######## design 1 ########
Design 1, congestion heat map:
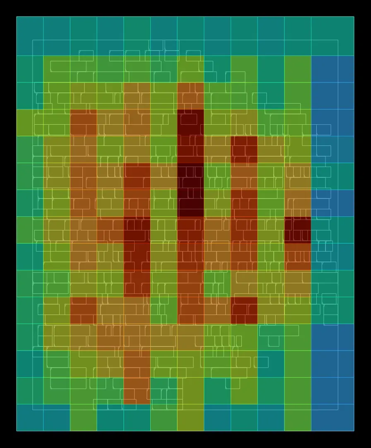

<file path="src/rtl/nibble_add_seq.sv">
// rtl/nibble_add_seq.sv - sequences one external 4-bit adder slice over NIB nibbles
module nibble_add_seq #(
    parameter int NIB    = 4,
    parameter int SETTLE = 1
) (
    input  logic               clk,
    input  logic               rst_n,
    input  logic               in_valid,
    output logic               in_ready,
    input  logic [4*NIB-1:0]   in_a,
    input  logic [4*NIB-1:0]   in_b,
    input  logic               in_ci,
    output logic [3:0]         add_a,
    output logic [3:0]         add_b,
    output logic               add_ci,
    input  logic [3:0]         add_sum,
    input  logic               add_co,
    output logic               out_valid,
    input  logic               out_ready,
    output logic [4*NIB-1:0]   out_sum,
    output logic               out_co,
    output logic               busy
);

    localparam int W  = 4 * NIB;
    localparam int IW = (NIB > 1) ? $clog2(NIB) : 1;
    localparam int CW = (SETTLE > 1) ? $clog2(SETTLE) : 1;

    typedef enum logic [1:0] {
        S_IDLE = 2'd0,
        S_RUN  = 2'd1,
        S_DONE = 2'd2
    } state_t;

    state_t          state_q, state_d;
    logic [W-1:0]    a_q, a_d;
    logic [W-1:0]    b_q, b_d;
    logic [IW-1:0]   idx_q, idx_d;
    logic [CW-1:0]   cnt_q, cnt_d;
    logic            carry_q, carry_d;
    logic [W-1:0]    acc_q, acc_d;
    logic [W-1:0]    out_sum_q, out_sum_d;
    logic            out_co_q, out_co_d;
    logic [3:0]      add_a_q, add_a_d;
    logic [3:0]      add_b_q, add_b_d;
    logic [IW-1:0]   idx_nxt;

    assign idx_nxt = idx_q + 1'b1;

    // Next-state logic; adder operands are registered so they stay stable for the whole settle window
    always_comb begin
        state_d   = state_q;
        a_d       = a_q;
        b_d       = b_q;
        idx_d     = idx_q;
        cnt_d     = cnt_q;
        carry_d   = carry_q;
        acc_d     = acc_q;
        out_sum_d = out_sum_q;
        out_co_d  = out_co_q;
        add_a_d   = add_a_q;
        add_b_d   = add_b_q;
        unique case (state_q)
            S_IDLE: begin
                if (in_valid) begin
                    a_d     = in_a;
                    b_d     = in_b;
                    idx_d   = '0;
                    cnt_d   = '0;
                    carry_d = in_ci;
                    acc_d   = '0;
                    add_a_d = in_a[3:0];
                    add_b_d = in_b[3:0];
                    state_d = S_RUN;
                end
            end
            S_RUN: begin
                if (cnt_q == CW'(SETTLE - 1)) begin
                    cnt_d = '0;
                    acc_d[{idx_q, 2'b00} +: 4] = add_sum;
                    if (idx_q == IW'(NIB - 1)) begin
                        // carry is cleared so add_ci reads 0 outside RUN
                        out_sum_d = acc_d;
                        out_co_d  = add_co;
                        carry_d   = 1'b0;
                        add_a_d   = '0;
                        add_b_d   = '0;
                        state_d   = S_DONE;
                    end else begin
                        idx_d   = idx_nxt;
                        carry_d = add_co;
                        add_a_d = a_q[{idx_nxt, 2'b00} +: 4];
                        add_b_d = b_q[{idx_nxt, 2'b00} +: 4];
                    end
                end else begin
                    cnt_d = cnt_q + 1'b1;
                end
            end
            S_DONE: begin
                if (out_ready) begin
                    state_d = S_IDLE;
                end
            end
            default: state_d = S_IDLE;
        endcase
    end

    // State registers with asynchronous abort
    always_ff @(posedge clk or negedge rst_n) begin
        if (!rst_n) begin
            state_q   <= S_IDLE;
            a_q       <= '0;
            b_q       <= '0;
            idx_q     <= '0;
            cnt_q     <= '0;
            carry_q   <= 1'b0;
            acc_q     <= '0;
            out_sum_q <= '0;
            out_co_q  <= 1'b0;
            add_a_q   <= '0;
            add_b_q   <= '0;
        end else begin
            state_q   <= state_d;
            a_q       <= a_d;
            b_q       <= b_d;
            idx_q     <= idx_d;
            cnt_q     <= cnt_d;
            carry_q   <= carry_d;
            acc_q     <= acc_d;
            out_sum_q <= out_sum_d;
            out_co_q  <= out_co_d;
            add_a_q   <= add_a_d;
            add_b_q   <= add_b_d;
        end
    end

    assign in_ready  = (state_q == S_IDLE);
    assign out_valid = (state_q == S_DONE);
    assign busy      = (state_q != S_IDLE);
    assign add_a     = add_a_q;
    assign add_b     = add_b_q;
    assign add_ci    = carry_q;
    assign out_sum   = out_sum_q;
    assign out_co    = out_co_q;

endmodule

</file>
<file path="config.mk">
export PLATFORM = sky130hd
export DESIGN_NAME = nibble_add_seq
export DESIGN_NICKNAME = d
export VERILOG_FILES = /design/src/rtl/nibble_add_seq.sv
export SDC_FILE = /design/constraint.sdc
export NUM_CORES = 1
export LEC_CHECK = 0
export ABC_CLOCK_PERIOD_IN_PS = 2250
export CORE_ASPECT_RATIO = 1.25
export CORE_MARGIN = 4
export CORE_UTILIZATION = 47
export CTS_CLUSTER_DIAMETER = 60
export DETAILED_ROUTE_END_ITERATION = 8
export GPL_TIMING_DRIVEN = 0
export PLACE_DENSITY = 0.84
export SYNTH_ARGS = -nofsm -noshare
export SYNTH_HDL_FRONTEND = slang
export SYNTH_SLANG_ARGS = --single-unit
</file>
<file path="constraint.sdc">
create_clock -name clk -period 2.25 [get_ports clk]
set_input_delay 0.5625 -clock clk [delete_from_list [all_inputs] [get_ports clk]]
set_output_delay 0.5625 -clock clk [all_outputs]
set_load 0.05 [all_outputs]
</file>
######## design 2 ########
## src/rtl/lif_tdm_pkg.sv

```systemverilog
// Shared constants for the time-multiplexed LIF scheduler: FSM encoding,
// default neuron constants and the index-width helper.
package lif_tdm_pkg;

    localparam logic [1:0] S_IDLE    = 2'd0;
    localparam logic [1:0] S_FETCH   = 2'd1;
    localparam logic [1:0] S_COMPUTE = 2'd2;
    localparam logic [1:0] S_COMMIT  = 2'd3;

    localparam int DEF_THRESHOLD  = 128;
    localparam int DEF_LEAK_SHIFT = 1;

    function automatic int idx_width(input int n);
        return (n < 2) ? 1 : $clog2(n);
    endfunction

endpackage

```

## src/rtl/lif_tdm_scheduler_if.sv

```systemverilog
// Bundle of current-request, commit and frame-status signals around the scheduler.
// master = scheduler side, slave = current source / output mux side.
interface lif_tdm_scheduler_if #(
    parameter int N_NEURONS = 5,
    parameter int WIDTH     = 8
);
    import lif_tdm_pkg::*;

    localparam int IW = idx_width(N_NEURONS);

    logic                 start;
    logic [WIDTH-1:0]     cur_in;
    logic [IW-1:0]        cur_idx;
    logic                 cur_req;
    logic [WIDTH-1:0]     state_out;
    logic [IW-1:0]        state_idx;
    logic                 state_valid;
    logic                 spike_out;
    logic [N_NEURONS-1:0] spike_vec;
    logic                 busy;
    logic                 frame_done;

    modport master (
        input  start, cur_in,
        output cur_idx, cur_req, state_out, state_idx, state_valid,
               spike_out, spike_vec, busy, frame_done
    );

    modport slave (
        output start, cur_in,
        input  cur_idx, cur_req, state_out, state_idx, state_valid,
               spike_out, spike_vec, busy, frame_done
    );

endinterface

```

## src/rtl/lif_update_unit.sv

```systemverilog
// Combinational leaky-integrate step: leak, saturating add, threshold compare.
// hold zeroes the input current and masks the spike (refractory neurons).
module lif_update_unit #(
    parameter int WIDTH      = 8,
    parameter int THRESHOLD  = 128,
    parameter int LEAK_SHIFT = 1
) (
    input  logic [WIDTH-1:0] mem,
    input  logic [WIDTH-1:0] cur,
    input  logic             hold,
    output logic [WIDTH-1:0] sum,
    output logic             spike
);
    logic [WIDTH-1:0] leak;
    logic [WIDTH-1:0] cur_g;
    logic [WIDTH:0]   wide;

    always_comb begin
        leak  = mem - (mem >> LEAK_SHIFT);
        cur_g = hold ? '0 : cur;
        wide  = {1'b0, leak} + {1'b0, cur_g};
        sum   = wide[WIDTH] ? {WIDTH{1'b1}} : wide[WIDTH-1:0];
        spike = !hold && ({1'b0, sum} >= (WIDTH+1)'(THRESHOLD));
    end

endmodule

```

## src/rtl/lif_tdm_scheduler.sv

```systemverilog
// Frame scheduler sharing one LIF update datapath across N_NEURONS neurons.
// Optional refractory counters are enabled with `define LIF_TDM_REFRACTORY_EN.
module lif_tdm_scheduler
    import lif_tdm_pkg::*;
#(
    parameter int N_NEURONS     = 5,
    parameter int WIDTH         = 8,
    parameter int THRESHOLD     = DEF_THRESHOLD,
    parameter int LEAK_SHIFT    = DEF_LEAK_SHIFT,
    parameter int REFRAC_FRAMES = 2
) (
    input  logic clk,
    input  logic rst,
    lif_tdm_scheduler_if.master bus
);
    localparam int IW = idx_width(N_NEURONS);

    if (N_NEURONS < 2 || N_NEURONS > 16 || REFRAC_FRAMES < 1) begin : g_bad_param
        $error("lif_tdm_scheduler: unsupported N_NEURONS or REFRAC_FRAMES");
    end

    logic [1:0]           state;
    logic [IW-1:0]        idx;
    logic [WIDTH-1:0]     mem [N_NEURONS];
    logic [WIDTH-1:0]     mem_cur;
    logic [WIDTH-1:0]     cur_r;
    logic [WIDTH-1:0]     sum_r;
    logic                 spk_r;
    logic [WIDTH-1:0]     sum_c;
    logic                 spk_c;
    logic                 hold;
    logic [N_NEURONS-1:0] shadow;
    logic [N_NEURONS-1:0] shadow_next;
    logic [N_NEURONS-1:0] spike_vec_r;
    logic                 frame_done_r;
    logic                 last;

    assign last = (idx == IW'(N_NEURONS - 1));

    always_comb begin
        mem_cur     = '0;
        shadow_next = shadow;
        for (int i = 0; i < N_NEURONS; i++) begin
            if (idx == IW'(i)) begin
                mem_cur        = mem[i];
                shadow_next[i] = spk_r;
            end
        end
    end

`ifdef LIF_TDM_REFRACTORY_EN
    localparam int RW = $clog2(REFRAC_FRAMES + 1);
    logic [RW-1:0] ref_cnt [N_NEURONS];
    logic [RW-1:0] ref_cur;

    always_comb begin
        ref_cur = '0;
        for (int i = 0; i < N_NEURONS; i++) begin
            if (idx == IW'(i)) ref_cur = ref_cnt[i];
        end
    end

    assign hold = (ref_cur != '0);

    // A spike reloads the counter; quiet refractory frames count it down.
    always_ff @(posedge clk or posedge rst) begin
        if (rst) begin
            for (int i = 0; i < N_NEURONS; i++) ref_cnt[i] <= '0;
        end else if (state == S_COMMIT) begin
            for (int i = 0; i < N_NEURONS; i++) begin
                if (idx == IW'(i)) begin
                    if (spk_r)               ref_cnt[i] <= RW'(REFRAC_FRAMES);
                    else if (ref_cnt[i] != 0) ref_cnt[i] <= ref_cnt[i] - 1'b1;
                end
            end
        end
    end
`else
    assign hold = 1'b0;
`endif

    lif_update_unit #(
        .WIDTH      (WIDTH),
        .THRESHOLD  (THRESHOLD),
        .LEAK_SHIFT (LEAK_SHIFT)
    ) u_update (
        .mem   (mem_cur),
        .cur   (cur_r),
        .hold  (hold),
        .sum   (sum_c),
        .spike (spk_c)
    );

    always_ff @(posedge clk or posedge rst) begin
        if (rst) begin
            state        <= S_IDLE;
            idx          <= '0;
            cur_r        <= '0;
            sum_r        <= '0;
            spk_r        <= 1'b0;
            shadow       <= '0;
            spike_vec_r  <= '0;
            frame_done_r <= 1'b0;
            for (int i = 0; i < N_NEURONS; i++) mem[i] <= '0;
        end else begin
            frame_done_r <= 1'b0;
            case (state)
                S_IDLE: begin
                    if (bus.start) state <= S_FETCH;
                end
                S_FETCH: begin
                    cur_r <= bus.cur_in;
                    state <= S_COMPUTE;
                end
                S_COMPUTE: begin
                    sum_r <= sum_c;
                    spk_r <= spk_c;
                    state <= S_COMMIT;
                end
                default: begin
                    for (int i = 0; i < N_NEURONS; i++) begin
                        if (idx == IW'(i)) mem[i] <= spk_r ? '0 : sum_r;
                    end
                    shadow <= shadow_next;
                    if (last) begin
                        // spike_vec and frame_done appear together in the first IDLE cycle.
                        state        <= S_IDLE;
                        idx          <= '0;
                        frame_done_r <= 1'b1;
                        spike_vec_r  <= shadow_next;
                    end else begin
                        state <= S_FETCH;
                        idx   <= idx + 1'b1;
                    end
                end
            endcase
        end
    end

    assign bus.cur_req     = (state == S_FETCH);
    assign bus.cur_idx     = idx;
    assign bus.state_valid = (state == S_COMMIT);
    assign bus.state_out   = (state == S_COMMIT && !spk_r) ? sum_r : '0;
    assign bus.state_idx   = idx;
    assign bus.spike_out   = (state == S_COMMIT) && spk_r;
    assign bus.spike_vec   = spike_vec_r;
    assign bus.busy        = (state != S_IDLE);
    assign bus.frame_done  = frame_done_r;

endmodule
```

## src/flat_wrapper.sv

```systemverilog
// flat-port wrapper written by rule: the top's interface ports become plain ports
module lif_tdm_scheduler_flat import lif_tdm_pkg::*;
#(
    parameter int N_NEURONS     = 5,
    parameter int WIDTH         = 8,
    parameter int THRESHOLD     = DEF_THRESHOLD,
    parameter int LEAK_SHIFT    = DEF_LEAK_SHIFT,
    parameter int REFRAC_FRAMES = 2
)
  (clk, rst, bus_start, bus_cur_in, bus_cur_idx, bus_cur_req, bus_state_out, bus_state_idx, bus_state_valid, bus_spike_out, bus_spike_vec, bus_busy, bus_frame_done);
  lif_tdm_scheduler_if #(.N_NEURONS(N_NEURONS), .WIDTH(WIDTH)) bus_i ();
  input  logic clk;
  input  logic rst;
  input wire logic [$bits(bus_i.start)-1:0] bus_start;
  input wire logic [$bits(bus_i.cur_in)-1:0] bus_cur_in;
  output wire logic [$bits(bus_i.cur_idx)-1:0] bus_cur_idx;
  output wire logic [$bits(bus_i.cur_req)-1:0] bus_cur_req;
  output wire logic [$bits(bus_i.state_out)-1:0] bus_state_out;
  output wire logic [$bits(bus_i.state_idx)-1:0] bus_state_idx;
  output wire logic [$bits(bus_i.state_valid)-1:0] bus_state_valid;
  output wire logic [$bits(bus_i.spike_out)-1:0] bus_spike_out;
  output wire logic [$bits(bus_i.spike_vec)-1:0] bus_spike_vec;
  output wire logic [$bits(bus_i.busy)-1:0] bus_busy;
  output wire logic [$bits(bus_i.frame_done)-1:0] bus_frame_done;
  assign bus_i.start = bus_start;
  assign bus_i.cur_in = bus_cur_in;
  assign bus_cur_idx = bus_i.cur_idx;
  assign bus_cur_req = bus_i.cur_req;
  assign bus_state_out = bus_i.state_out;
  assign bus_state_idx = bus_i.state_idx;
  assign bus_state_valid = bus_i.state_valid;
  assign bus_spike_out = bus_i.spike_out;
  assign bus_spike_vec = bus_i.spike_vec;
  assign bus_busy = bus_i.busy;
  assign bus_frame_done = bus_i.frame_done;
  lif_tdm_scheduler #(.N_NEURONS(N_NEURONS), .WIDTH(WIDTH), .THRESHOLD(THRESHOLD), .LEAK_SHIFT(LEAK_SHIFT), .REFRAC_FRAMES(REFRAC_FRAMES)) u_core (.clk(clk), .rst(rst), .bus(bus_i));
endmodule
```

## config.mk

```make
export PLATFORM = sky130hd
export DESIGN_NAME = lif_tdm_scheduler_flat
export DESIGN_NICKNAME = d
export VERILOG_FILES = /design/src/rtl/lif_tdm_pkg.sv /design/src/rtl/lif_tdm_scheduler_if.sv /design/src/rtl/lif_update_unit.sv /design/src/rtl/lif_tdm_scheduler.sv /design/src/flat_wrapper.sv
export SDC_FILE = /design/constraint.sdc
export NUM_CORES = 1
export LEC_CHECK = 0
export ABC_AREA = 1
export CORE_AREA = 3 3 148 107
export CTS_BUF_LIST = sky130_fd_sc_hd__clkbuf_16
export CTS_CLUSTER_DIAMETER = 50
export DETAILED_ROUTE_END_ITERATION = 7
export DIE_AREA = 0 0 151 110
export GPL_TIMING_DRIVEN = 1
export PLACE_DENSITY = 0.57
export SYNTH_ARGS = -nofsm -noshare
export SYNTH_HDL_FRONTEND = slang
export SYNTH_HIERARCHICAL = 1
export SYNTH_SLANG_ARGS = --single-unit
```

## constraint.sdc

```tcl
create_clock -name clk -period 5.22 [get_ports clk]
set_clock_uncertainty 0.15 [all_clocks]
set_input_delay 0.783 -clock clk [delete_from_list [all_inputs] [get_ports clk]]
set_output_delay 0.783 -clock clk [all_outputs]
set_load 0.05 [all_outputs]
```

######## design 3 ########
## config.mk

```make
export PLATFORM = sky130hd
export DESIGN_NAME = serial_adder_seq
export DESIGN_NICKNAME = d
export VERILOG_FILES = /design/src/rtl/serial_adder_seq.sv
export SDC_FILE = /design/constraint.sdc
export NUM_CORES = 1
export LEC_CHECK = 0
export CAP_MARGIN = 5
export CORE_MARGIN = 1.5
export CORE_UTILIZATION = 50
export DETAILED_ROUTE_END_ITERATION = 12
export PLACE_DENSITY = 0.85
export SLEW_MARGIN = 10
export SYNTH_ARGS = -nofsm -noshare
export SYNTH_HDL_FRONTEND = slang
export SYNTH_SLANG_ARGS = --single-unit
```

## constraint.sdc

```tcl
create_clock -name clk -period 1.65 [get_ports clk]
set_input_delay 0.165 -clock clk [delete_from_list [all_inputs] [get_ports clk]]
set_output_delay 0.165 -clock clk [all_outputs]
set_load 0.02 [all_outputs]
```

## src/rtl/serial_adder_seq.sv

```systemverilog
// Bit-serial adder: adds two WIDTH-bit operands LSB first through one 1-bit
// full-adder cell with a registered carry, one bit per clock.
module serial_adder_seq #(
    parameter int WIDTH = 8,
    parameter int CNT_W = $clog2(WIDTH + 1)
) (
    input  logic             clk,
    input  logic             rst,
    input  logic             start,
    input  logic [WIDTH-1:0] a_in,
    input  logic [WIDTH-1:0] b_in,
    input  logic             cin,
    output logic             busy,
    output logic             done,
    output logic [WIDTH-1:0] sum_out,
    output logic             cout
);

    typedef enum logic {IDLE, RUN} state_t;

    state_t             state_q, state_d;
    logic [WIDTH-1:0]   a_sh_q, a_sh_d;
    logic [WIDTH-1:0]   b_sh_q, b_sh_d;
    logic               c_q, c_d;
    logic [WIDTH-1:0]   acc_q, acc_d;
    logic [CNT_W-1:0]   cnt_q, cnt_d;
    logic [WIDTH-1:0]   sum_q, sum_d;
    logic               cout_q, cout_d;
    logic               done_q, done_d;

    logic fa_a, fa_b, fa_cin, fa_s, fa_c;
    logic last_bit;

    // The single full-adder cell shared by every bit position.
    assign fa_a     = a_sh_q[0];
    assign fa_b     = b_sh_q[0];
    assign fa_cin   = c_q;
    assign fa_s     = fa_a ^ fa_b ^ fa_cin;
    assign fa_c     = (fa_a & fa_b) | (fa_a & fa_cin) | (fa_b & fa_cin);
    assign last_bit = (cnt_q == CNT_W'(WIDTH - 1));

    always_comb begin
        state_d = state_q;
        a_sh_d  = a_sh_q;
        b_sh_d  = b_sh_q;
        c_d     = c_q;
        acc_d   = acc_q;
        cnt_d   = cnt_q;
        sum_d   = sum_q;
        cout_d  = cout_q;
        done_d  = 1'b0;
        case (state_q)
            IDLE: begin
                if (start) begin
                    a_sh_d  = a_in;
                    b_sh_d  = b_in;
                    c_d     = cin;
                    cnt_d   = '0;
                    acc_d   = '0;
                    state_d = RUN;
                end
            end
            RUN: begin
                a_sh_d = a_sh_q >> 1;
                b_sh_d = b_sh_q >> 1;
                acc_d  = {fa_s, acc_q[WIDTH-1:1]};
                c_d    = fa_c;
                cnt_d  = cnt_q + CNT_W'(1);
                if (last_bit) begin
                    sum_d   = {fa_s, acc_q[WIDTH-1:1]};
                    cout_d  = fa_c;
                    done_d  = 1'b1;
                    state_d = IDLE;
                end
            end
            default: state_d = IDLE;
        endcase
    end

    always_ff @(posedge clk) begin
        if (rst) begin
            state_q <= IDLE;
            a_sh_q  <= '0;
            b_sh_q  <= '0;
            c_q     <= 1'b0;
            acc_q   <= '0;
            cnt_q   <= '0;
            sum_q   <= '0;
            cout_q  <= 1'b0;
            done_q  <= 1'b0;
        end else begin
            state_q <= state_d;
            a_sh_q  <= a_sh_d;
            b_sh_q  <= b_sh_d;
            c_q     <= c_d;
            acc_q   <= acc_d;
            cnt_q   <= cnt_d;
            sum_q   <= sum_d;
            cout_q  <= cout_d;
            done_q  <= done_d;
        end
    end

    assign busy    = (state_q == RUN);
    assign done    = done_q;
    assign sum_out = sum_q;
    assign cout    = cout_q;

endmodule

```


==> screenshots <==
Ports around the boundary.
Pins as bars across the die edge, other pins in gray.
(a)
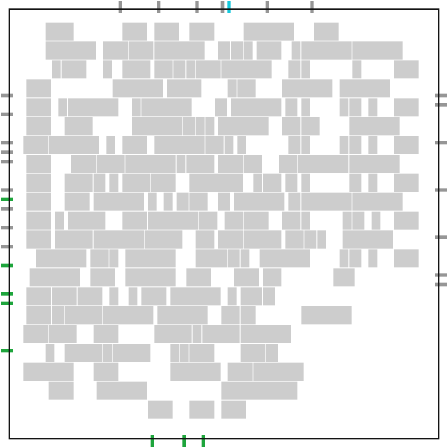
(b)
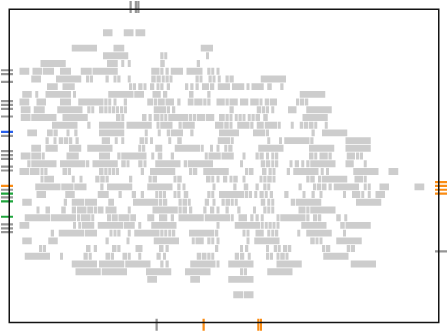
(c)
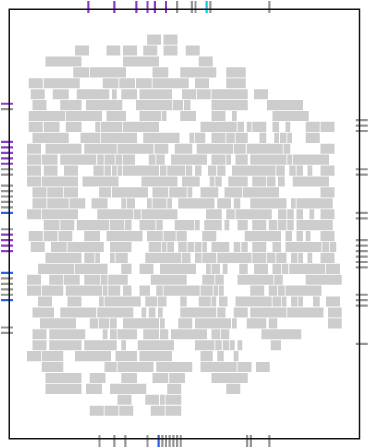
Of these, most pins: (c)
(c) is design 1.
(a) is design 3.
(b) is design 2.

Design 1, placement by cell class:
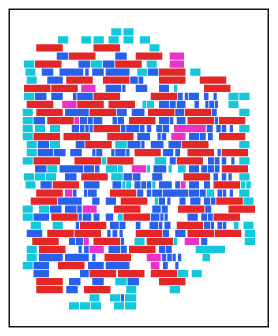
color	class	cells	share of their area
magenta	clock drivers and dummy loads	16	4.3%
blue	all other logic	200	35%
cyan	other buffers and delay cells	91	18%
red	flip-flops	78	42%
share of the core filled with cells in the final layout: 0.631
Floorplan Core Area: 7490 sq um

Design 1, metal layers overlaid:
Only two layers are drawn.
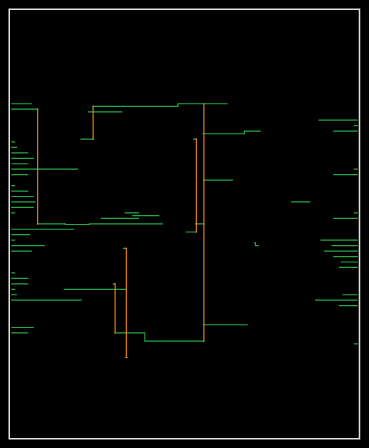
color	layer	wire length
orange	met4	158 microns
green	met3	405 microns
Total GRT Usage: 0.188
number of vias in the routed layout: 2676
Avg WL per Cell: 17.4 microns

Notes on 'congestion heat map' of design 1 above:
Global Route met2 Usage: 0.331
GR peak layer: met2
M1 GR Usage: 0.218
GR Util met3: 0.0438

==> metrics.json, design 1 <==
{
  "placement": {
    "placed_cell_area_sq_um": 4470
  },
  "cells_and_area": {
    "stdcell_area_sq_um": 4730
  },
  "drt": {
    "drt_drc_violations_left": 0,
    "detail_route.first_pass.iterations": 4,
    "routed_wl_mm": 8.30
  },
  "worst_setup_path": {
    "critical-path-top-delay-family": "buffers and inverters",
    "critical_path.endpoint": "out_valid",
    "worstPathMaxFanout": 10
  },
  "run": {
    "warnings": 31
  },
  "synthesis": {
    "synth-seq-area-share": 0.533,
    "synthSimpleGateAreaFrac": 0.102,
    "syn-mean-instance-area_sq_um": 12.2,
    "flop_cell": "sky130_fd_sc_hd__dfrtp_1",
    "yosys_warnings": 0,
    "netlist.area_leader.share": 0.533,
    "netlist_logic_family_top": "multiplexers",
    "ys_seq_elements": 78
  },
  "global_routing": {
    "grt_pass1_vias": 2871
  },
  "outcome": {
    "status": "finished clean"
  },
  "clocking": {
    "post_cts_setup_bufs": 0,
    "post_cts.resized_instances": 18
  },
  "final_timing": {
    "fin_worst_skew_ns": 0.00963
  }
}
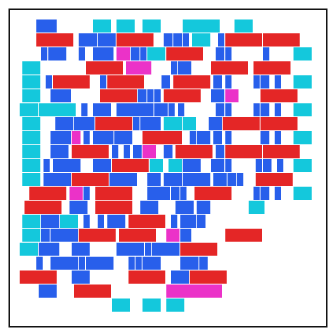
Design 3: placement by cell class
color	class	cells	share of their area
cyan	other buffers and delay cells	35	18%
blue	all other logic	118	40%
magenta	clock drivers and dummy loads	8	4.2%
red	flip-flops	39	38%

==> metrics.json, design 3 <==
{
  "outcome": {
    "status": "finished clean"
  },
  "clocking": {
    "cts.clk_slew.worst_paths_ns": 0.11,
    "cts-hold-fix-buffers": 0
  },
  "final_timing": {
    "fin_crit_ns": 1.50,
    "hold_violations": 0,
    "setup-violations-final": 0
  },
  "global_routing": {
    "gr_peak_layer": "met2",
    "grt_antenna_before_repair": 0,
    "globalRouteOverflowTotal": 0,
    "grt_pass1_vias": 1110
  },
  "placement": {
    "port_buffers": 30
  },
  "die": {
    "core-area_sq_um": 3310
  },
  "synthesis": {
    "syn-mean-instance-area_sq_um": 10.2,
    "net_count_synth": 191,
    "yosys.area_share.xor_xnor": 0
  },
  "cells_and_area": {
    "clk_share": 0.0408,
    "sh_seq_area": 0.369,
    "nMultiInputCombCells": 117,
    "post_layout_nonfiller_instances": 246,
    "relative_area_change_from_synthesis_to_final_layout_pct": 23.3,
    "ff_latch_area_sq_um": 782
  },
  "drt": {
    "initialDrtViolationCount": 69,
    "vias_per_cell": 5.02
  },
  "worst_setup_path": {
    "rrSetupSlack_ns": 0.29
  },
  "min_path": {
    "hold_path.class": "in -> reg",
    "hold_path_end": "a_sh_q[7]$_SDFFE_PP0P_"
  },
  "run": {
    "warnings": 26
  }
}
Design 2, congestion heat map:
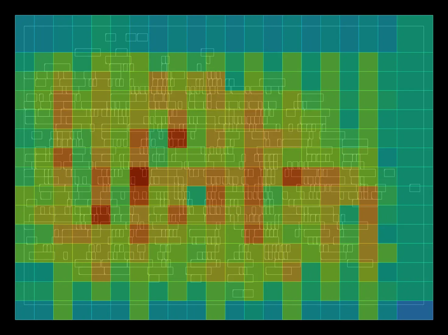
M1 GR Usage: 0.196
share of the core filled with cells in the final layout: 0.347
Global Route met2 Usage: 0.196

==> metrics.json, design 2 <==
{
  "cells_and_area": {
    "ff_latch_area_sq_um": 1800,
    "relative_area_change_from_synthesis_to_final_layout_pct": 17.1,
    "area.combinational_sq_um": 1990,
    "nonClkBufAreaFrac": 0.0689
  },
  "drt": {
    "route.layer.met1.wl_mm": 5.42,
    "wl_per_cell_microns": 13.0,
    "initialDrtViolationCount": 160
  },
  "global_routing": {
    "grt_start_max_net_pins": 40
  },
  "final_timing": {
    "setup-violations-final": 0
  },
  "outcome": {
    "status": "finished clean"
  },
  "synthesis": {
    "post-synth-top-count-cell": "sky130_fd_sc_hd__nand2_1"
  },
  "die": {
    "tapCellCount": 195,
    "chip_area_sq_um": 16600
  },
  "clocking": {
    "post_cts.resized_instances": 0
  },
  "placement": {
    "dpl.cell_count": 772
  }
}


==> gallery <==
Clock wires, drivers and flops.
Plate I
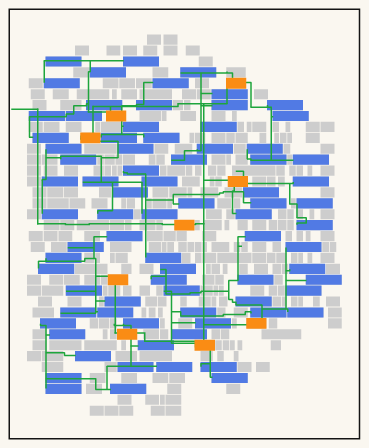
Plate II
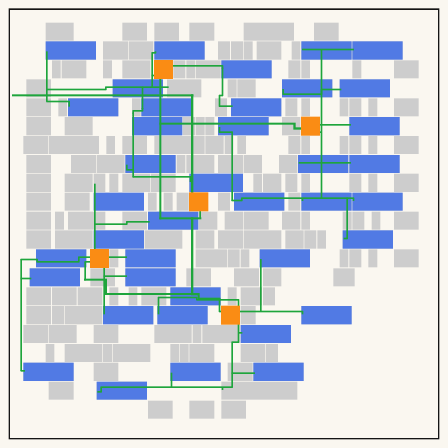
Plate III
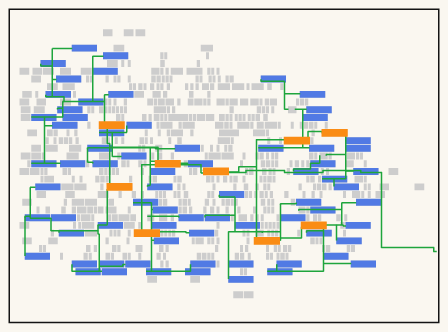
| picture | from |
|---|---|
| Plate I | design 1 |
| Plate III | design 2 |
| Plate II | design 3 |

